=== serializer_word_scheduler ===
**serializer_word_scheduler: routing congestion**

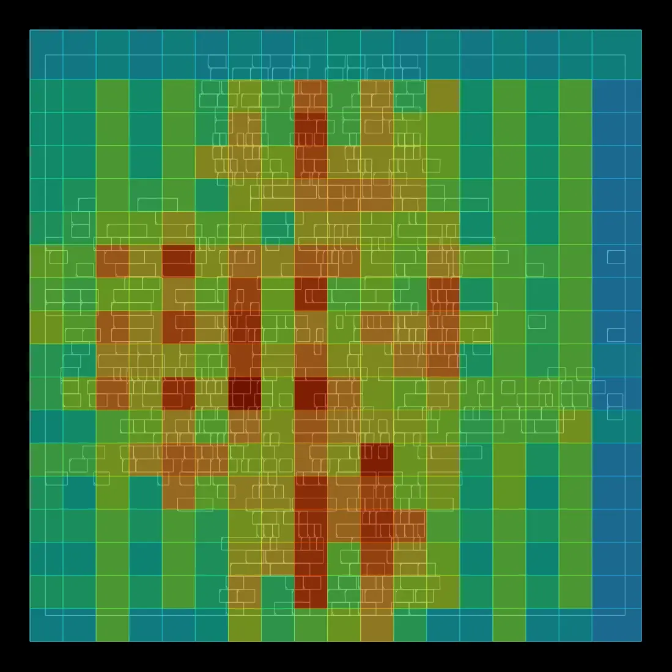

File: config.mk
export PLATFORM = sky130hd
export DESIGN_NAME = serializer_word_scheduler
export DESIGN_NICKNAME = d
export VERILOG_FILES = /design/src/rtl/serializer_word_scheduler.sv
export SDC_FILE = /design/constraint.sdc
export NUM_CORES = 1
export LEC_CHECK = 0
export CORE_MARGIN = 3
export CORE_UTILIZATION = 25
export DETAILED_ROUTE_END_ITERATION = 10
export SYNTH_ARGS = -nofsm -noshare
export SYNTH_HDL_FRONTEND = slang
export SYNTH_SLANG_ARGS = --single-unit
File: constraint.sdc
create_clock -name CLK -period 2.7 [get_ports CLK]
set_input_delay 0.405 -clock CLK [delete_from_list [all_inputs] [get_ports CLK]]
set_output_delay 0.405 -clock CLK [all_outputs]
set_load 0.01 [all_outputs]
File: src/rtl/serializer_word_scheduler.sv
// Word scheduler feeding the 16:1 tree serializer: a training preamble after each
// enable, then round-robin sharing of the link, one word per WORD_CYCLES clocks.
module serializer_word_scheduler #(
    parameter int           W           = 16,
    parameter int           NUM_REQ     = 4,
    parameter int           WORD_CYCLES = 16,
    parameter int           TRAIN_WORDS = 4,
    parameter logic [W-1:0] TRAIN_WORD  = 16'hF00F,
    parameter logic [W-1:0] IDLE_WORD   = 16'h0000,
    localparam int          SW          = (NUM_REQ > 1) ? $clog2(NUM_REQ) : 1
) (
    input  logic                 CLK,
    input  logic                 RESET,
    input  logic                 en,
    input  logic [NUM_REQ-1:0]   req_valid,
    input  logic [NUM_REQ*W-1:0] req_data,
    output logic [NUM_REQ-1:0]   req_ready,
    output logic [W-1:0]         par_out,
    output logic                 par_load,
    output logic [SW-1:0]        cur_src,
    output logic                 src_valid,
    output logic                 training
);

    localparam int WCW = $clog2(WORD_CYCLES);
    localparam int TCW = $clog2(TRAIN_WORDS + 1);

    typedef enum logic [1:0] {OFF, TRAIN, RUN} state_t;

    state_t         state;
    logic [WCW-1:0] wc;
    logic [TCW-1:0] tcnt;
    logic [SW-1:0]  rr_ptr;

    logic           boundary;
    logic           arb_en;
    logic           gnt_found;
    logic [SW-1:0]  gnt_idx;
    logic [W-1:0]   gnt_data;

    assign boundary = (wc == WCW'(WORD_CYCLES - 1));
    assign arb_en   = boundary && en &&
                      ((state == RUN) || (state == TRAIN && tcnt == TCW'(TRAIN_WORDS)));

    // Round-robin search starting at rr_ptr, wrapping past the top requester.
    always_comb begin
        gnt_found = 1'b0;
        gnt_idx   = '0;
        gnt_data  = IDLE_WORD;
        for (int k = 0; k < NUM_REQ; k++) begin
            if (!gnt_found && req_valid[(int'(rr_ptr) + k) % NUM_REQ]) begin
                gnt_found = 1'b1;
                gnt_idx   = SW'((int'(rr_ptr) + k) % NUM_REQ);
                gnt_data  = req_data[((int'(rr_ptr) + k) % NUM_REQ) * W +: W];
            end
        end
    end

    assign req_ready = (arb_en && gnt_found && !RESET) ? (NUM_REQ'(1) << gnt_idx) : '0;

    // Every decision is taken in the boundary cycle so par_out changes only on word edges.
    always_ff @(posedge CLK or posedge RESET) begin
        if (RESET) begin
            state     <= OFF;
            wc        <= '0;
            tcnt      <= '0;
            rr_ptr    <= '0;
            par_out   <= IDLE_WORD;
            par_load  <= 1'b0;
            cur_src   <= '0;
            src_valid <= 1'b0;
            training  <= 1'b0;
        end else begin
            wc       <= boundary ? '0 : wc + WCW'(1);
            par_load <= boundary;
            if (boundary) begin
                if (!en) begin
                    state     <= OFF;
                    training  <= 1'b0;
                    par_out   <= IDLE_WORD;
                    src_valid <= 1'b0;
                    tcnt      <= '0;
                end else if (state == OFF) begin
                    state     <= TRAIN;
                    training  <= 1'b1;
                    par_out   <= TRAIN_WORD;
                    src_valid <= 1'b0;
                    tcnt      <= TCW'(1);
                end else if (state == TRAIN && tcnt < TCW'(TRAIN_WORDS)) begin
                    par_out <= TRAIN_WORD;
                    tcnt    <= tcnt + TCW'(1);
                end else begin
                    state    <= RUN;
                    training <= 1'b0;
                    if (gnt_found) begin
                        par_out   <= gnt_data;
                        cur_src   <= gnt_idx;
                        src_valid <= 1'b1;
                        rr_ptr    <= (gnt_idx == SW'(NUM_REQ - 1)) ? '0 : gnt_idx + SW'(1);
                    end else begin
                        par_out   <= IDLE_WORD;
                        src_valid <= 1'b0;
                    end
                end
            end
        end
    end

endmodule
=== mc_control_unit ===
### src/rtl/mc_ctrl_pkg.sv
// mc_ctrl_pkg: state, opcode and control-field encodings for the multi-cycle control unit
package mc_ctrl_pkg;
  localparam logic [2:0] S_FETCH  = 3'd0;
  localparam logic [2:0] S_DECODE = 3'd1;
  localparam logic [2:0] S_EXEC   = 3'd2;
  localparam logic [2:0] S_MEM    = 3'd3;
  localparam logic [2:0] S_WB     = 3'd4;
  localparam logic [2:0] S_HALT   = 3'd5;
  localparam logic [2:0] S_ERR    = 3'd6;
  localparam logic [6:0] OP_R    = 7'b0110011;
  localparam logic [6:0] OP_I    = 7'b0010011;
  localparam logic [6:0] OP_L    = 7'b0000011;
  localparam logic [6:0] OP_S    = 7'b0100011;
  localparam logic [6:0] OP_B    = 7'b1100011;
  localparam logic [6:0] OP_JAL  = 7'b1101111;
  localparam logic [6:0] OP_JALR = 7'b1100111;
  localparam logic [6:0] OP_HALT = 7'b1111111;
  localparam logic [1:0] PC_SEQ = 2'b00;
  localparam logic [1:0] PC_BR  = 2'b01;
  localparam logic [1:0] PC_JR  = 2'b10;
  localparam logic [1:0] WB_ALU = 2'b00;
  localparam logic [1:0] WB_MEM = 2'b01;
  localparam logic [1:0] WB_PC4 = 2'b10;
  localparam logic [1:0] ALU_ADD = 2'b00;
  localparam logic [1:0] ALU_BR  = 2'b01;
  localparam logic [1:0] ALU_RI  = 2'b10;
  localparam logic [1:0] ERR_NONE = 2'b00;
  localparam logic [1:0] ERR_ILL  = 2'b01;
  localparam logic [1:0] ERR_TO   = 2'b10;
  function automatic logic op_legal(input logic [6:0] op);
    return op inside {OP_R, OP_I, OP_L, OP_S, OP_B, OP_JAL, OP_JALR};
  endfunction
endpackage

### src/rtl/mc_wait_timer.sv
// mc_wait_timer: memory wait-cycle counter with timeout detect
module mc_wait_timer #(
  parameter int MEM_TIMEOUT = 16,
  parameter int TO_W = 8
) (
  input  logic clk,
  input  logic rst,
  input  logic clear,
  input  logic en,
  output logic expired
);
  logic [TO_W-1:0] cnt;
  // clear wins over counting so a fresh access always starts at zero
  always_ff @(posedge clk or posedge rst)
    if (rst) cnt <= '0;
    else if (clear) cnt <= '0;
    else if (en) cnt <= cnt + 1'b1;
  assign expired = (MEM_TIMEOUT != 0) && (cnt == TO_W'(MEM_TIMEOUT - 1));
endmodule

### src/rtl/mc_control_unit.sv
// mc_control_unit: multi-cycle RV32I control FSM with memory handshake, timeout, halt and retire count
module mc_control_unit
  import mc_ctrl_pkg::*;
#(
  parameter int MEM_TIMEOUT = 16,
  parameter int CNT_W = 32,
  parameter int TO_W = 8
) (
  input  logic             clk,
  input  logic             rst,
  input  logic [6:0]       opcode,
  input  logic             mem_ready,
  input  logic             br_taken,
  output logic             instr_req,
  output logic             data_req,
  output logic             data_we,
  output logic             ir_write,
  output logic             pc_write,
  output logic [1:0]       pc_src,
  output logic             alu_src,
  output logic [1:0]       aluop,
  output logic             reg_write,
  output logic [1:0]       wb_sel,
  output logic             retire,
  output logic [CNT_W-1:0] retired_count,
  output logic             halted,
  output logic             error,
  output logic [1:0]       err_cause,
  output logic [2:0]       state
);
  logic [2:0] nxt;
  logic [6:0] op_q;
  logic expired, run, fetch, exec, mem, wb;
  logic is_r, is_i, is_l, is_s, is_b, is_jal, is_jalr;
  assign run = !rst;
  assign fetch = run && state == S_FETCH;
  assign exec = run && state == S_EXEC;
  assign mem = run && state == S_MEM;
  assign wb = run && state == S_WB;
  assign is_r = op_q == OP_R;
  assign is_i = op_q == OP_I;
  assign is_l = op_q == OP_L;
  assign is_s = op_q == OP_S;
  assign is_b = op_q == OP_B;
  assign is_jal = op_q == OP_JAL;
  assign is_jalr = op_q == OP_JALR;
  // next-state selection; HALT and ERR hold until reset
  always_comb
    nxt = state == S_FETCH  ? (mem_ready ? S_DECODE : expired ? S_ERR : S_FETCH) :
          state == S_DECODE ? (op_legal(opcode) ? S_EXEC : opcode == OP_HALT ? S_HALT : S_ERR) :
          state == S_EXEC   ? (is_b ? S_FETCH : (is_l || is_s) ? S_MEM : S_WB) :
          state == S_MEM    ? (mem_ready ? (is_l ? S_WB : S_FETCH) : expired ? S_ERR : S_MEM) :
          state == S_WB     ? S_FETCH :
          (state == S_HALT || state == S_ERR) ? state : S_FETCH;
  mc_wait_timer #(.MEM_TIMEOUT(MEM_TIMEOUT), .TO_W(TO_W)) u_timer (
    .clk(clk),
    .rst(rst),
    .clear(nxt != state),
    .en((state == S_FETCH || state == S_MEM) && !mem_ready),
    .expired(expired)
  );
  // state, latched opcode, trap cause and retire counter
  always_ff @(posedge clk or posedge rst)
    if (rst) begin
      state <= S_FETCH;
      op_q <= '0;
      err_cause <= ERR_NONE;
      retired_count <= '0;
    end else begin
      state <= nxt;
      if (state == S_DECODE) op_q <= opcode;
      if (nxt == S_ERR && state != S_ERR) err_cause <= state == S_DECODE ? ERR_ILL : ERR_TO;
      if (retire) retired_count <= retired_count + 1'b1;
    end
  assign instr_req = fetch;
  assign ir_write = fetch && mem_ready;
  assign pc_write = (fetch && mem_ready) || (exec && ((is_b && br_taken) || is_jal || is_jalr));
  assign pc_src = exec && (is_b || is_jal) ? PC_BR : exec && is_jalr ? PC_JR : PC_SEQ;
  assign alu_src = exec && (is_i || is_l || is_s || is_jalr);
  assign aluop = exec && (is_r || is_i) ? ALU_RI : exec && is_b ? ALU_BR : ALU_ADD;
  assign data_req = mem;
  assign data_we = mem && is_s;
  assign reg_write = wb;
  assign wb_sel = wb && is_l ? WB_MEM : wb && (is_jal || is_jalr) ? WB_PC4 : WB_ALU;
  assign retire = (exec && is_b) || (mem && is_s && mem_ready) || wb;
  assign halted = run && state == S_HALT;
  assign error = run && state == S_ERR;
endmodule

### config.mk
export PLATFORM = sky130hd
export DESIGN_NAME = mc_control_unit
export DESIGN_NICKNAME = d
export VERILOG_FILES = /design/src/rtl/mc_ctrl_pkg.sv /design/src/rtl/mc_wait_timer.sv /design/src/rtl/mc_control_unit.sv
export SDC_FILE = /design/constraint.sdc
export NUM_CORES = 1
export LEC_CHECK = 0
export ABC_AREA = 1
export CAP_MARGIN = 20
export CORE_ASPECT_RATIO = 0.6
export CORE_MARGIN = 1.5
export CORE_UTILIZATION = 30
export CTS_BUF_LIST = sky130_fd_sc_hd__clkbuf_16
export DETAILED_ROUTE_END_ITERATION = 6
export PLACE_DENSITY = 0.49
export SLEW_MARGIN = 20
export SYNTH_ARGS = -nofsm -noshare
export SYNTH_HDL_FRONTEND = slang
export SYNTH_SLANG_ARGS = --single-unit
### constraint.sdc
create_clock -name clk -period 2.34 [get_ports clk]
set_clock_uncertainty 0.1 [all_clocks]
set_input_delay 0.468 -clock clk [delete_from_list [all_inputs] [get_ports clk]]
set_output_delay 0.468 -clock clk [all_outputs]
set_load 0.01 [all_outputs]
=== acc_result_buffer ===
### src/rtl/acc_pkg.sv
// acc_pkg: shared definitions for the result buffer of the matrix accelerator.
//   - rbuf_state_t      : APB read FSM states (IDLE / WAIT / RESP)
//   - RBUF_RESULT_ADDR  : default APB address that pops one result word
//   - RBUF_CNT_OFFSET   : byte offset of the occupancy register from RESULT_ADDR
//   - ACC_EN / ACC_END  : asserted level of a flag / value of the end-of-frame tag
package acc_pkg;

    typedef enum logic [1:0] {
        ST_IDLE = 2'd0,
        ST_WAIT = 2'd1,
        ST_RESP = 2'd2
    } rbuf_state_t;

    localparam logic [11:0] RBUF_RESULT_ADDR = 12'h010;
    localparam int          RBUF_CNT_OFFSET  = 4;

    localparam logic ACC_EN  = 1'b1;
    localparam logic ACC_END = 1'b1;

endpackage

### src/rtl/acc_rbuf_fifo.sv
// acc_rbuf_fifo: synchronous FIFO holding {last, data} result entries.
// Ports:
//   clk, rst            clock, synchronous active-high reset
//   push, push_data,    write request; ignored while full
//   push_last
//   pop                 read request; ignored while empty
//   head_data,          entry at the read pointer (first-word fall-through)
//   head_last
//   empty, full         status derived from the registered pointers only
//   count               number of stored entries
module acc_rbuf_fifo
    import acc_pkg::*;
#(
    parameter  int DATA_W = 32,
    parameter  int DEPTH  = 16,
    localparam int PTR_W  = $clog2(DEPTH) + 1
) (
    input  logic              clk,
    input  logic              rst,
    input  logic              push,
    input  logic [DATA_W-1:0] push_data,
    input  logic              push_last,
    input  logic              pop,
    output logic [DATA_W-1:0] head_data,
    output logic              head_last,
    output logic              empty,
    output logic              full,
    output logic [PTR_W-1:0]  count
);

    localparam int ADDR_W = PTR_W - 1;

    logic [DATA_W:0]      mem [DEPTH];
    logic [PTR_W-1:0]     wr_ptr_reg;
    logic [PTR_W-1:0]     rd_ptr_reg;
    logic                 do_push;
    logic                 do_pop;

    // Pointers carry one extra wrap bit so full and empty are distinguishable.
    assign empty = (wr_ptr_reg == rd_ptr_reg);
    assign full  = (wr_ptr_reg[ADDR_W] != rd_ptr_reg[ADDR_W]) &&
                   (wr_ptr_reg[ADDR_W-1:0] == rd_ptr_reg[ADDR_W-1:0]);
    assign count = wr_ptr_reg - rd_ptr_reg;

    assign do_push = push && !full;
    assign do_pop  = pop && !empty;

    always_ff @(posedge clk) begin
        if (rst) begin
            wr_ptr_reg <= '0;
            rd_ptr_reg <= '0;
        end else begin
            if (do_push) wr_ptr_reg <= wr_ptr_reg + PTR_W'(1);
            if (do_pop)  rd_ptr_reg <= rd_ptr_reg + PTR_W'(1);
        end
    end

    always_ff @(posedge clk) begin
        if (do_push) mem[wr_ptr_reg[ADDR_W-1:0]] <= {push_last, push_data};
    end

    // Head is read straight from storage so the APB side can pop and capture
    // the word on the same edge.
    assign {head_last, head_data} = mem[rd_ptr_reg[ADDR_W-1:0]];

endmodule

### src/rtl/acc_result_buffer.sv
// acc_result_buffer: collects result words from the compute core in a FIFO and
// returns them to the CPU, one word per APB read of RESULT_ADDR.
// Optional feature macro: ACC_RBUF_CNT_REG_EN (occupancy readable at RESULT_ADDR+4).
// Ports:
//   clk, rst                 clock, synchronous active-high reset
//   res_valid/res_data/      compute-side push handshake; res_last tags the
//   res_last/res_ready       final word of a frame; res_ready = !full
//   PSEL/PENABLE/PWRITE/     APB completer interface; reads of an empty FIFO
//   PADDR/PRDATA/PREADY/     stall up to WAIT_MAX cycles then error out
//   PSLVERR
//   buf_empty, buf_full      FIFO status
//   frame_done               one-cycle pulse when a last-tagged word is returned
module acc_result_buffer
    import acc_pkg::*;
#(
    parameter int                        DATA_W         = 32,
    parameter int                        DEPTH          = 16,
    parameter int                        APB_ADDR_WIDTH = 12,
    parameter logic [APB_ADDR_WIDTH-1:0] RESULT_ADDR    = APB_ADDR_WIDTH'(RBUF_RESULT_ADDR),
    parameter int                        WAIT_MAX       = 64
) (
    input  logic                      clk,
    input  logic                      rst,
    input  logic                      res_valid,
    input  logic [DATA_W-1:0]         res_data,
    input  logic                      res_last,
    output logic                      res_ready,
    input  logic                      PSEL,
    input  logic                      PENABLE,
    input  logic                      PWRITE,
    input  logic [APB_ADDR_WIDTH-1:0] PADDR,
    output logic [31:0]               PRDATA,
    output logic                      PREADY,
    output logic                      PSLVERR,
    output logic                      buf_empty,
    output logic                      buf_full,
    output logic                      frame_done
);

    localparam int PTR_W = $clog2(DEPTH) + 1;
    localparam int CNT_W = $clog2(WAIT_MAX) + 1;

    rbuf_state_t       state_reg, state_next;
    logic [CNT_W-1:0]  wait_cnt_reg, wait_cnt_next;
    logic [31:0]       prdata_reg, prdata_next;
    logic              pready_reg, pready_next;
    logic              pslverr_reg, pslverr_next;
    logic              frame_done_reg, frame_done_next;

    logic              fifo_pop;
    logic [DATA_W-1:0] head_data;
    logic              head_last;
    logic              fifo_empty;
    logic              fifo_full;
    logic [PTR_W-1:0]  occupancy;
    logic              access;

    acc_rbuf_fifo #(
        .DATA_W (DATA_W),
        .DEPTH  (DEPTH)
    ) u_fifo (
        .clk       (clk),
        .rst       (rst),
        .push      (res_valid),
        .push_data (res_data),
        .push_last (res_last),
        .pop       (fifo_pop),
        .head_data (head_data),
        .head_last (head_last),
        .empty     (fifo_empty),
        .full      (fifo_full),
        .count     (occupancy)
    );

`ifdef ACC_RBUF_CNT_REG_EN
    localparam logic [APB_ADDR_WIDTH-1:0] CNT_ADDR =
        RESULT_ADDR + APB_ADDR_WIDTH'(RBUF_CNT_OFFSET);
`else
    logic unused_occupancy;
    assign unused_occupancy = ^occupancy;
`endif

    // The !PREADY term keeps the completing cycle from being decoded again.
    assign access = PSEL && PENABLE && !pready_reg;

    always_comb begin
        state_next      = state_reg;
        wait_cnt_next   = wait_cnt_reg;
        prdata_next     = prdata_reg;
        pslverr_next    = pslverr_reg;
        frame_done_next = 1'b0;
        fifo_pop        = 1'b0;
        pready_next     = 1'b0;

        case (state_reg)
            ST_IDLE: begin
                if (access) begin
                    if (PWRITE) begin
                        pslverr_next = 1'b1;
                        state_next   = ST_RESP;
                    end else if (PADDR == RESULT_ADDR) begin
                        if (!fifo_empty) begin
                            fifo_pop        = 1'b1;
                            prdata_next     = 32'(head_data);
                            frame_done_next = (head_last == ACC_END) ? ACC_EN : 1'b0;
                            state_next      = ST_RESP;
                        end else begin
                            wait_cnt_next = '0;
                            state_next    = ST_WAIT;
                        end
`ifdef ACC_RBUF_CNT_REG_EN
                    end else if (PADDR == CNT_ADDR) begin
                        prdata_next = 32'(occupancy);
                        state_next  = ST_RESP;
`endif
                    end else begin
                        prdata_next  = '0;
                        pslverr_next = 1'b1;
                        state_next   = ST_RESP;
                    end
                end
            end

            ST_WAIT: begin
                if (!PSEL) begin
                    // Master abandoned the transfer; nothing is popped.
                    state_next = ST_IDLE;
                end else if (!fifo_empty) begin
                    fifo_pop        = 1'b1;
                    prdata_next     = 32'(head_data);
                    frame_done_next = (head_last == ACC_END) ? ACC_EN : 1'b0;
                    state_next      = ST_RESP;
                end else if (wait_cnt_reg == CNT_W'(WAIT_MAX - 1)) begin
                    prdata_next  = '0;
                    pslverr_next = 1'b1;
                    state_next   = ST_RESP;
                end else begin
                    wait_cnt_next = wait_cnt_reg + CNT_W'(1);
                end
            end

            ST_RESP: begin
                prdata_next  = '0;
                pslverr_next = 1'b0;
                state_next   = ST_IDLE;
            end

            default: begin
                state_next = ST_IDLE;
            end
        endcase

        // PREADY is high exactly while the FSM sits in RESP.
        pready_next = (state_next == ST_RESP);
    end

    always_ff @(posedge clk) begin
        if (rst) begin
            state_reg      <= ST_IDLE;
            wait_cnt_reg   <= '0;
            prdata_reg     <= '0;
            pready_reg     <= 1'b0;
            pslverr_reg    <= 1'b0;
            frame_done_reg <= 1'b0;
        end else begin
            state_reg      <= state_next;
            wait_cnt_reg   <= wait_cnt_next;
            prdata_reg     <= prdata_next;
            pready_reg     <= pready_next;
            pslverr_reg    <= pslverr_next;
            frame_done_reg <= frame_done_next;
        end
    end

    assign PRDATA     = prdata_reg;
    assign PREADY     = pready_reg;
    assign PSLVERR    = pslverr_reg;
    assign frame_done = frame_done_reg;
    assign res_ready  = !fifo_full;
    assign buf_empty  = fifo_empty;
    assign buf_full   = fifo_full;

endmodule
### config.mk
export PLATFORM = sky130hd
export DESIGN_NAME = acc_result_buffer
export DESIGN_NICKNAME = d
export VERILOG_FILES = /design/src/rtl/acc_pkg.sv /design/src/rtl/acc_rbuf_fifo.sv /design/src/rtl/acc_result_buffer.sv
export SDC_FILE = /design/constraint.sdc
export NUM_CORES = 1
export LEC_CHECK = 0
export CAP_MARGIN = 20
export CELL_PAD_IN_SITES_DETAIL_PLACEMENT = 1
export CELL_PAD_IN_SITES_GLOBAL_PLACEMENT = 2
export CORE_MARGIN = 3
export CORE_UTILIZATION = 47
export CTS_BUF_LIST = sky130_fd_sc_hd__clkbuf_16
export CTS_CLUSTER_SIZE = 12
export DETAILED_ROUTE_END_ITERATION = 12
export HOLD_SLACK_MARGIN = 0.08
export PLACE_DENSITY_LB_ADDON = 0.1
export SYNTH_ARGS = -nofsm -noshare
export SYNTH_HDL_FRONTEND = slang
export SYNTH_HIERARCHICAL = 1
export SYNTH_SLANG_ARGS = --single-unit
### constraint.sdc
create_clock -name clk -period 4.9 [get_ports clk]
set_input_delay 0.735 -clock clk [delete_from_list [all_inputs] [get_ports clk]]
set_output_delay 0.735 -clock clk [all_outputs]
set_load 0.02 [all_outputs]
=== key_event_scheduler ===
[src/rtl/key_sched_pkg.sv]
// Shared types and constants for the key event scheduler: slot states,
// keycode width, the default arrow/space bindings and counter sizing.
package key_sched_pkg;

    typedef enum logic [1:0] {
        IDLE   = 2'd0,
        DELAY  = 2'd1,
        REPEAT = 2'd2
    } slot_state_t;

    localparam int KEY_W = 9;

    localparam logic [KEY_W-1:0] KEY_LEFT  = 9'h06B;
    localparam logic [KEY_W-1:0] KEY_RIGHT = 9'h074;
    localparam logic [KEY_W-1:0] KEY_UP    = 9'h075;
    localparam logic [KEY_W-1:0] KEY_SPACE = 9'h029;

    // Counter only ever holds values up to max(a,b)-1.
    function automatic int cnt_width(input int a, input int b);
        int m;
        m = (a > b) ? a : b;
        return (m < 2) ? 1 : $clog2(m);
    endfunction

endpackage

[src/rtl/key_repeat_slot.sv]
// Typematic state machine for one binding slot: press event on make, first
// repeat after INITIAL_DELAY, then one repeat every REPEAT_PERIOD cycles.
module key_repeat_slot #(
    parameter int KEY_W         = key_sched_pkg::KEY_W,
    parameter int INITIAL_DELAY = 25000000,
    parameter int REPEAT_PERIOD = 5000000
) (
    input  logic             clk,
    input  logic             resetN,
    input  logic [KEY_W-1:0] key_code,
    input  logic             make,
    input  logic             brakee,
    input  logic [KEY_W-1:0] slot_code,
    input  logic             clear,
    output logic             key_pressed,
    output logic             set_pend,
    output logic             set_rep
);
    import key_sched_pkg::*;

    localparam int               CNT_W       = cnt_width(INITIAL_DELAY, REPEAT_PERIOD);
    localparam logic [CNT_W-1:0] DELAY_LOAD  = CNT_W'(INITIAL_DELAY - 1);
    localparam logic [CNT_W-1:0] REPEAT_LOAD = CNT_W'(REPEAT_PERIOD - 1);
    localparam logic [CNT_W-1:0] CNT_ONE     = CNT_W'(1);
    localparam logic [CNT_W-1:0] CNT_ZERO    = {CNT_W{1'b0}};

    slot_state_t      state_q, state_d;
    logic [CNT_W-1:0] cnt_q, cnt_d;
    logic             pressed_q, pressed_d;
    logic             hit_s;

    assign hit_s       = (key_code == slot_code);
    assign key_pressed = pressed_q;

    // Next-state, counter and event-request logic; break beats make.
    always_comb begin
        state_d   = state_q;
        cnt_d     = cnt_q;
        pressed_d = pressed_q;
        set_pend  = 1'b0;
        set_rep   = 1'b0;
        if (clear || (brakee && hit_s)) begin
            state_d   = IDLE;
            cnt_d     = CNT_ZERO;
            pressed_d = 1'b0;
        end else begin
            case (state_q)
                IDLE: begin
                    if (make && hit_s) begin
                        state_d   = DELAY;
                        cnt_d     = DELAY_LOAD;
                        pressed_d = 1'b1;
                        set_pend  = 1'b1;
                        set_rep   = 1'b0;
                    end else begin
                        state_d = IDLE;
                    end
                end
                DELAY, REPEAT: begin
                    if (cnt_q == CNT_ZERO) begin
                        state_d  = REPEAT;
                        cnt_d    = REPEAT_LOAD;
                        set_pend = 1'b1;
                        set_rep  = 1'b1;
                    end else begin
                        cnt_d = cnt_q - CNT_ONE;
                    end
                end
                default: begin
                    state_d   = IDLE;
                    cnt_d     = CNT_ZERO;
                    pressed_d = 1'b0;
                end
            endcase
        end
    end

    // Slot state registers.
    always_ff @(posedge clk or negedge resetN) begin
        if (!resetN) begin
            state_q   <= IDLE;
            cnt_q     <= CNT_ZERO;
            pressed_q <= 1'b0;
        end else begin
            state_q   <= state_d;
            cnt_q     <= cnt_d;
            pressed_q <= pressed_d;
        end
    end

endmodule

[src/rtl/key_event_scheduler.sv]
// Binding table, per-slot typematic engines and a round-robin arbiter that
// serialises their press/repeat events onto one valid/ready channel.
module key_event_scheduler #(
    parameter int               NUM_KEYS      = 4,
    parameter int               KEY_W         = key_sched_pkg::KEY_W,
    parameter int               INITIAL_DELAY = 25000000,
    parameter int               REPEAT_PERIOD = 5000000,
    parameter logic [KEY_W-1:0] DEFAULT_CODES [NUM_KEYS] = '{key_sched_pkg::KEY_LEFT,
                                                             key_sched_pkg::KEY_RIGHT,
                                                             key_sched_pkg::KEY_SPACE,
                                                             key_sched_pkg::KEY_UP},
    localparam int              IDX_W         = (NUM_KEYS > 1) ? $clog2(NUM_KEYS) : 1
) (
    input  logic                clk,
    input  logic                resetN,
    input  logic [KEY_W-1:0]    keyCode,
    input  logic                make,
    input  logic                brakee,
    input  logic                enable,
    input  logic                cfg_we,
    input  logic [IDX_W-1:0]    cfg_idx,
    input  logic [KEY_W-1:0]    cfg_code,
    output logic [NUM_KEYS-1:0] keyPressed,
    output logic                evt_valid,
    output logic [IDX_W-1:0]    evt_idx,
    output logic                evt_repeat,
    input  logic                evt_ready,
    output logic [7:0]          drop_cnt
);
    import key_sched_pkg::*;

    localparam logic [IDX_W-1:0] IDX_ONE  = IDX_W'(1);
    localparam logic [IDX_W-1:0] IDX_ZERO = {IDX_W{1'b0}};
    localparam logic [IDX_W-1:0] IDX_LAST = IDX_W'(NUM_KEYS - 1);

    logic [KEY_W-1:0]    bind_q [NUM_KEYS];
    logic [KEY_W-1:0]    bind_d [NUM_KEYS];
    logic [NUM_KEYS-1:0] pending_q, pending_d;
    logic [NUM_KEYS-1:0] pend_rep_q, pend_rep_d;
    logic                lock_q, lock_d;
    logic [IDX_W-1:0]    grant_q, grant_d;
    logic [IDX_W-1:0]    rr_q, rr_d;
    logic [7:0]          drop_cnt_q, drop_cnt_d;

    logic [NUM_KEYS-1:0] slot_set_s, slot_rep_s, cfg_hit_s, slot_clr_s;
    logic [IDX_W-1:0]    grant_s, cand_s;
    logic                found_s, handshake_s;
    logic [4:0]          drop_n_s;
    logic [8:0]          drop_sum_s;
    int                  scan_s;

    for (genvar i = 0; i < NUM_KEYS; i++) begin : g_slot
        key_repeat_slot #(
            .KEY_W         (KEY_W),
            .INITIAL_DELAY (INITIAL_DELAY),
            .REPEAT_PERIOD (REPEAT_PERIOD)
        ) u_slot (
            .clk         (clk),
            .resetN      (resetN),
            .key_code    (keyCode),
            .make        (make),
            .brakee      (brakee),
            .slot_code   (bind_q[i]),
            .clear       (cfg_hit_s[i]),
            .key_pressed (keyPressed[i]),
            .set_pend    (slot_set_s[i]),
            .set_rep     (slot_rep_s[i])
        );
    end

    assign evt_valid   = lock_q | (|pending_q);
    assign evt_idx     = grant_s;
    assign evt_repeat  = pend_rep_q[grant_s];
    assign drop_cnt    = drop_cnt_q;
    assign handshake_s = evt_valid & evt_ready;

    // Decode which slot a configuration write targets.
    always_comb begin
        cfg_hit_s = {NUM_KEYS{1'b0}};
        for (int i = 0; i < NUM_KEYS; i++) begin
            cfg_hit_s[i] = cfg_we && (cfg_idx == IDX_W'(i));
        end
    end

    // Round-robin grant: a locked grant is held, otherwise scan from rr_q.
    always_comb begin
        grant_s = rr_q;
        found_s = 1'b0;
        cand_s  = IDX_ZERO;
        scan_s  = 0;
        if (lock_q) begin
            grant_s = grant_q;
        end else begin
            for (int k = 0; k < NUM_KEYS; k++) begin
                scan_s = int'(rr_q) + k;
                scan_s = (scan_s >= NUM_KEYS) ? scan_s - NUM_KEYS : scan_s;
                cand_s = IDX_W'(scan_s);
                if (!found_s && pending_q[cand_s]) begin
                    grant_s = cand_s;
                    found_s = 1'b1;
                end else begin
                    found_s = found_s;
                end
            end
        end
    end

    // Pending/type bookkeeping, coalescing count, lock and pointer update.
    always_comb begin
        bind_d     = bind_q;
        pending_d  = pending_q;
        pend_rep_d = pend_rep_q;
        slot_clr_s = {NUM_KEYS{1'b0}};
        drop_n_s   = 5'd0;
        for (int i = 0; i < NUM_KEYS; i++) begin
            slot_clr_s[i] = handshake_s && (grant_s == IDX_W'(i));
            if (cfg_hit_s[i]) begin
                bind_d[i] = cfg_code;
            end else begin
                bind_d[i] = bind_q[i];
            end
            if (!enable || cfg_hit_s[i]) begin
                pending_d[i] = 1'b0;
            end else if (slot_set_s[i]) begin
                // A set racing the consumer's clear re-arms the bit without a drop.
                pending_d[i]  = 1'b1;
                pend_rep_d[i] = slot_rep_s[i];
                if (pending_q[i] && !slot_clr_s[i]) begin
                    drop_n_s = drop_n_s + 5'd1;
                end else begin
                    drop_n_s = drop_n_s;
                end
            end else if (slot_clr_s[i]) begin
                pending_d[i] = 1'b0;
            end else begin
                pending_d[i] = pending_q[i];
            end
        end

        drop_sum_s = {1'b0, drop_cnt_q} + {4'b0000, drop_n_s};
        drop_cnt_d = (drop_sum_s > 9'd255) ? 8'hFF : drop_sum_s[7:0];

        lock_d  = 1'b0;
        grant_d = grant_q;
        rr_d    = rr_q;
        if (!enable) begin
            lock_d = 1'b0;
        end else if (handshake_s) begin
            lock_d = 1'b0;
            rr_d   = (grant_s == IDX_LAST) ? IDX_ZERO : grant_s + IDX_ONE;
        end else if (evt_valid && !cfg_hit_s[grant_s]) begin
            lock_d  = 1'b1;
            grant_d = grant_s;
        end else begin
            lock_d = 1'b0;
        end
    end

    // Table and arbiter state registers.
    always_ff @(posedge clk or negedge resetN) begin
        if (!resetN) begin
            for (int i = 0; i < NUM_KEYS; i++) begin
                bind_q[i] <= DEFAULT_CODES[i];
            end
            pending_q  <= {NUM_KEYS{1'b0}};
            pend_rep_q <= {NUM_KEYS{1'b0}};
            lock_q     <= 1'b0;
            grant_q    <= IDX_ZERO;
            rr_q       <= IDX_ZERO;
            drop_cnt_q <= 8'h00;
        end else begin
            for (int i = 0; i < NUM_KEYS; i++) begin
                bind_q[i] <= bind_d[i];
            end
            pending_q  <= pending_d;
            pend_rep_q <= pend_rep_d;
            lock_q     <= lock_d;
            grant_q    <= grant_d;
            rr_q       <= rr_d;
            drop_cnt_q <= drop_cnt_d;
        end
    end

endmodule

[config.mk]
export PLATFORM = sky130hd
export DESIGN_NAME = key_event_scheduler
export DESIGN_NICKNAME = d
export VERILOG_FILES = /design/src/rtl/key_sched_pkg.sv /design/src/rtl/key_repeat_slot.sv /design/src/rtl/key_event_scheduler.sv
export SDC_FILE = /design/constraint.sdc
export NUM_CORES = 1
export LEC_CHECK = 0
export CORE_MARGIN = 1.5
export CORE_UTILIZATION = 56
export CTS_CLUSTER_SIZE = 14
export DETAILED_ROUTE_END_ITERATION = 16
export GPL_TIMING_DRIVEN = 0
export PLACE_DENSITY = 0.75
export SLEW_MARGIN = 20
export SYNTH_ARGS = -nofsm -noshare
export SYNTH_HDL_FRONTEND = slang
export SYNTH_SLANG_ARGS = --single-unit
[constraint.sdc]
create_clock -name clk -period 4.4 [get_ports clk]
set_clock_uncertainty 0.1 [all_clocks]
set_input_delay 0.44 -clock clk [delete_from_list [all_inputs] [get_ports clk]]
set_output_delay 0.44 -clock clk [all_outputs]
set_load 0.05 [all_outputs]

==> screenshots <==
Routing congestion.
picture 1
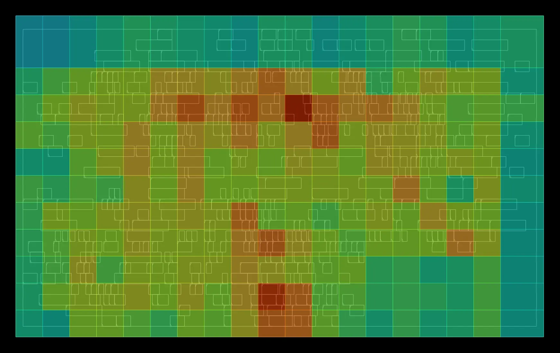
picture 2
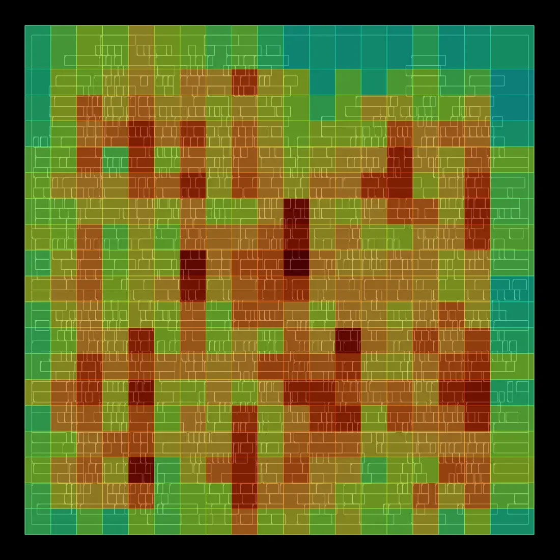
picture 3
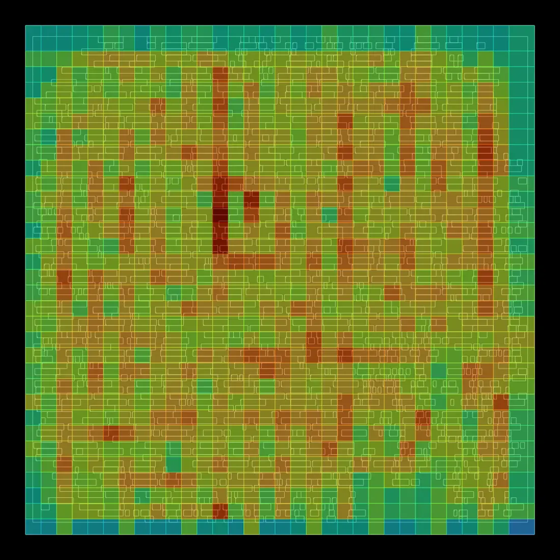
| from | picture |
|---|---|
| acc_result_buffer | picture 3 |
| mc_control_unit | picture 1 |
| key_event_scheduler | picture 2 |
The one with the lowest utilization is picture 1.

**mc_control_unit: nets reached from selected ports**

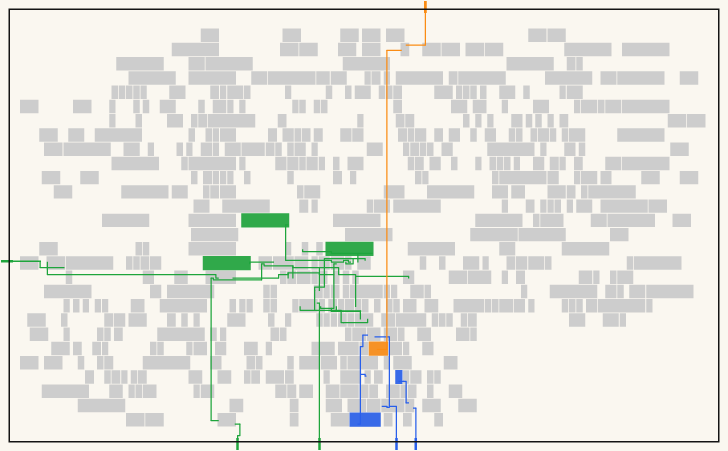
legend:
  orange:
    port: retire
    bits: 1
    direction: output
    edge: top
    end_cells: 1
    buffers: 1
    wire: 71.7 um
  green:
    port: state
    bits: 3
    direction: output
    edge: 2 bottom, 1 left
    end_cells: 3
    buffers: 6
    wire: 285 um
  blue:
    port: pc_src
    bits: 2
    direction: output
    edge: bottom
    end_cells: 2
    buffers: 3
    wire: 58.0 um

==> out/metrics.cfg, mc_control_unit <==
[drt]
drc = 0
first_pass_iters = 5
met1Wirelength_um = 5190
vias = 3044
via_per_inst = 4.68
dr_wl_met2_um = 3220
ant_nets = 0
topRoutingLayerUsed = met4

[cts]
cts_buffers = 5
clk_pin_slew_ns = 0.07
postCtsSetupBuffers = 0

[final_layout]
logic_gate_count = 303
lay_top_count = nand2_1
nNonClkBuffers = 98
largest_reg_flops = 32
comb_area_share_pct = 38.4
final-clk-cell-share_pct = 3.14
nFillCells = 1047

[power]
swShare_pct = 22.1
powerDensity_nw_per_um2 = 396

[floorplan]
initCoreUtil_pct = 31.4
coreArea_um2 = 10000

[timing]
rsz0062_at_grt = true
worst_pin_slew_ns = 0.433
finalHoldViolations = 0
setup_slack_ns = 0.0906

[min_path]
hold_depth = 2

[logic_synthesis]
yosys_warnings = 0
yosysTopAreaCell = dfrtp_1
synthAdderAreaFrac_pct = 0.795
synthTopCellsByCount = nand2_1, dfrtp_1, inv_1
seq_area_frac_synth_pct = 41.3
ys_cells = 414
synthesis.nets = 427
postSynthAreaPerCell_um2 = 7.60
synth_flops = 52

[placed_design]
placed_area_um2 = 4170

[critical_path]
path_class = input port to output pin
cp-endpoint = reg_write
r2r_end = err_cause[0]$_DFFE_PP0P_
worstSetupStartpoint = rst
crit_chain = clkdlybuf4s50_1 > buf_6 > nor3_4 > buf_4 > clkdlybuf4s15_1

[outcome]
status = finished, final reports clean

[grt]
met1_usage_pct = 28.1
antenna_found_initial = 0

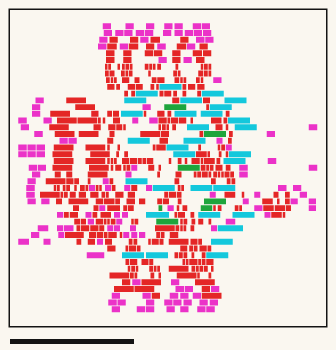
**Above:** serializer_word_scheduler (cell classes on the final placement).
The bar under the picture is 50 um long.
legend:
  red:
    class: remaining logic cells
    cells: 349
    share_of_their_area: 56%
  cyan:
    class: registers
    cells: 31
    share_of_their_area: 16%
  green:
    class: clock drivers and dummy loads
    cells: 7
    share_of_their_area: 3.0%
  magenta:
    class: remaining buffers and delay cells
    cells: 130
    share_of_their_area: 25%

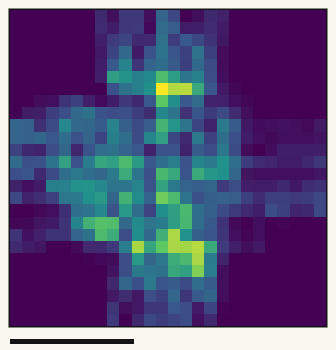
**Above:** serializer_word_scheduler (signal metal coverage by tile).
The bar under the picture is 50 um long. The die is cut into 26 by 26 equal tiles; dark purple is low, yellow is high, scaled to the fullest tile. Values are wire area over tile area, all layers added.
emptiest ninth of the die: upper right
mean over tiles: 0.12
tiles over half the peak: 8.6%
fullest tile: 0.66
nearly empty tiles: 36%
WL/cell: 16.8 um
Via Count: 3830
Total Routing Usage GR: 14.1%
Total Wirelength: 11700 um

Notes on 'routing congestion' of serializer_word_scheduler above:
met2 Use GR: 22.2%
GR Util met1: 20.2%
global route hottest layer: met2

==> out/metrics.cfg, serializer_word_scheduler <==
[timing]
holdWs_ns = 0.371

[final_layout]
largest_register = par_out
nets = 595

[floorplan]
die_w_um = 128
die_h_um = 128

[critical_path]
critPathMostFrequentCell = buf_4
path_class = flop to output pin
critPathSlowestCell = dfrtp_4

[outcome]
status = finished, final reports clean

[grt]
grt_start_max_net_pins = 49

[power]
powerDensity_nw_per_um2 = 422
comb-power_mw = 1.03
power_frac_seq_pct = 26.1

[cts]
clk_latency_ns = 0.27

[logic_synthesis]
synth_cell_type_count = 55

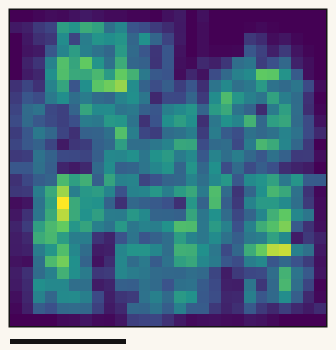
**Above:** key_event_scheduler (signal metal coverage by tile).
The bar under the picture is 50 um long. The die is cut into 27 by 27 equal tiles; dark purple is low, yellow is high, scaled to the fullest tile. Values are wire area over tile area, all layers added.
fullest tile: 0.74
tiles over half the peak: 18%
mean over tiles: 0.23
nearly empty tiles: 8.1%
Total Wirelength: 25900 um
Via Count: 9102

==> out/metrics.cfg, key_event_scheduler <==
[outcome]
status = finished with violations
violations = negative setup slack

[power]
power_frac_clock_pct = 32.2
power_frac_seq_pct = 41.5
p_leak_nw = 5.09
p_int_mw = 3.09

[floorplan]
coreArea_um2 = 17300

[placed_design]
placed_area_um2 = 10600
place.detailed.hpwl_um = 17600

[timing]
period_minus_slack_ns = 4.50
post-route-period-util_pct = 102
setup_slack_ns = -0.104
setup_violations = 8

[logic_synthesis]
synth-xor-area-share_pct = 4.75
synthTopCellsByCount = nand2_1, dfrtp_1, o21ai_0

[final_layout]
largest_register = g_slot.u_slot.cnt_q
nFillCells = 1445
stdcell_count = 1467

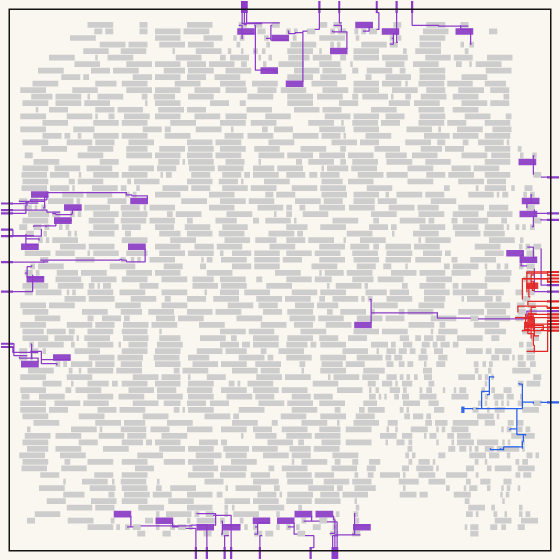
**Above:** acc_result_buffer (nets reached from selected ports).
legend:
  red:
    port: PADDR
    bits: 12
    direction: input
    edge: right
    end_cells: 3
    buffers: 12
    wire: 242 um
  purple:
    port: PRDATA
    bits: 32
    direction: output
    edge: 9 left, 9 bottom, 8 top, 6 right
    end_cells: 32
    buffers: 32
    wire: 1010 um
  blue:
    port: buf_empty
    bits: 1
    direction: output
    edge: right
    end_cells: 1
    buffers: 2
    wire: 107 um

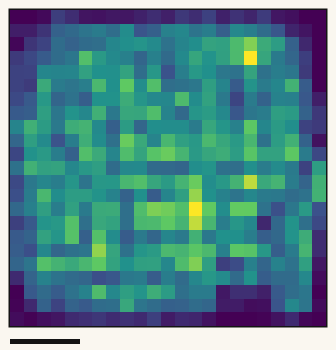
**Above:** acc_result_buffer (signal metal coverage by tile).
The bar under the picture is 50 um long. The die is cut into 23 by 23 equal tiles; dark purple is low, yellow is high, scaled to the fullest tile. Values are wire area over tile area, all layers added.
tiles over half the peak: 34%
fullest tile: 0.40
mean over tiles: 0.17
nearly empty tiles: 3.8%
densest ninth of the die: centre
emptiest ninth of the die: lower right

==> out/metrics.cfg, acc_result_buffer <==
[outcome]
status = finished, final reports clean

[critical_path]
critPathMostFrequentCell = inv_1
worstSetupStartpoint = u_fifo/wr_ptr_reg[0]$_SDFFE_PP0P_
slowest_delay_ns = 0.62
critPathSlowestCell = clkdlybuf4s50_1
path_class = flop to output pin
critical_path.top_delay_family = buffers and inverters
rrSetupSlack_ns = 1.59

[drt]
drc = 0
drt_iter0_drc = 954
wl_met3_um = 3090

[final_layout]
fin_area_um2 = 26100
nonClkBufAreaFrac_pct = 4.50
comb_area_share_pct = 20.4
inverters = 11
lay_top_count = edfxtp_1
logic_gate_count = 486
nFillCells = 4081
nets = 1333

[power]
p_seq_mw = 5.52
pwr-share-comb_pct = 3.5
p_leak_nw = 8.16
p_int_mw = 7.99

[min_path]
hold_depth = 2

[grt]
grt_start_max_net_pins = 65

[placed_design]
placed_area_um2 = 24300
place.detailed.hpwl_um = 28100

[logic_synthesis]
postSynthAreaPerCell_um2 = 19.7
yosys_warnings = 6

[floorplan]
taps = 607
die_w_um = 225

[cts]
clock_sinks = 586
cts_hold_buf = 0

[timing]
final.setup_skew_ns = 0.0127



## Gallery

Cell classes on the final placement.
The bar under the picture is 50 um long.
(a)
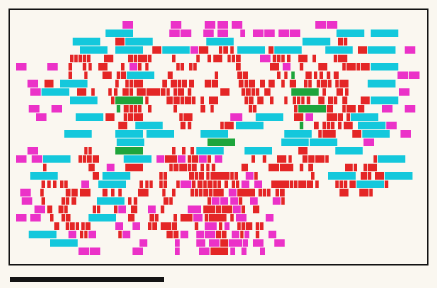
(b)
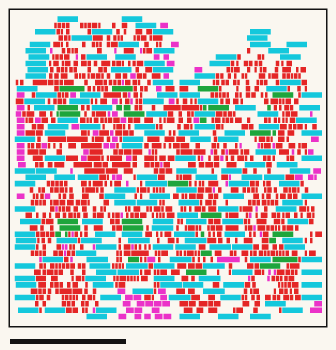
(c)
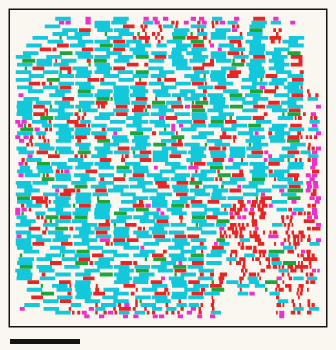
- highest utilization: (b)
mc_control_unit is (a).
key_event_scheduler is (b).
acc_result_buffer is (c).

Power figures rest on the tool's default switching activity, not on a simulated workload.
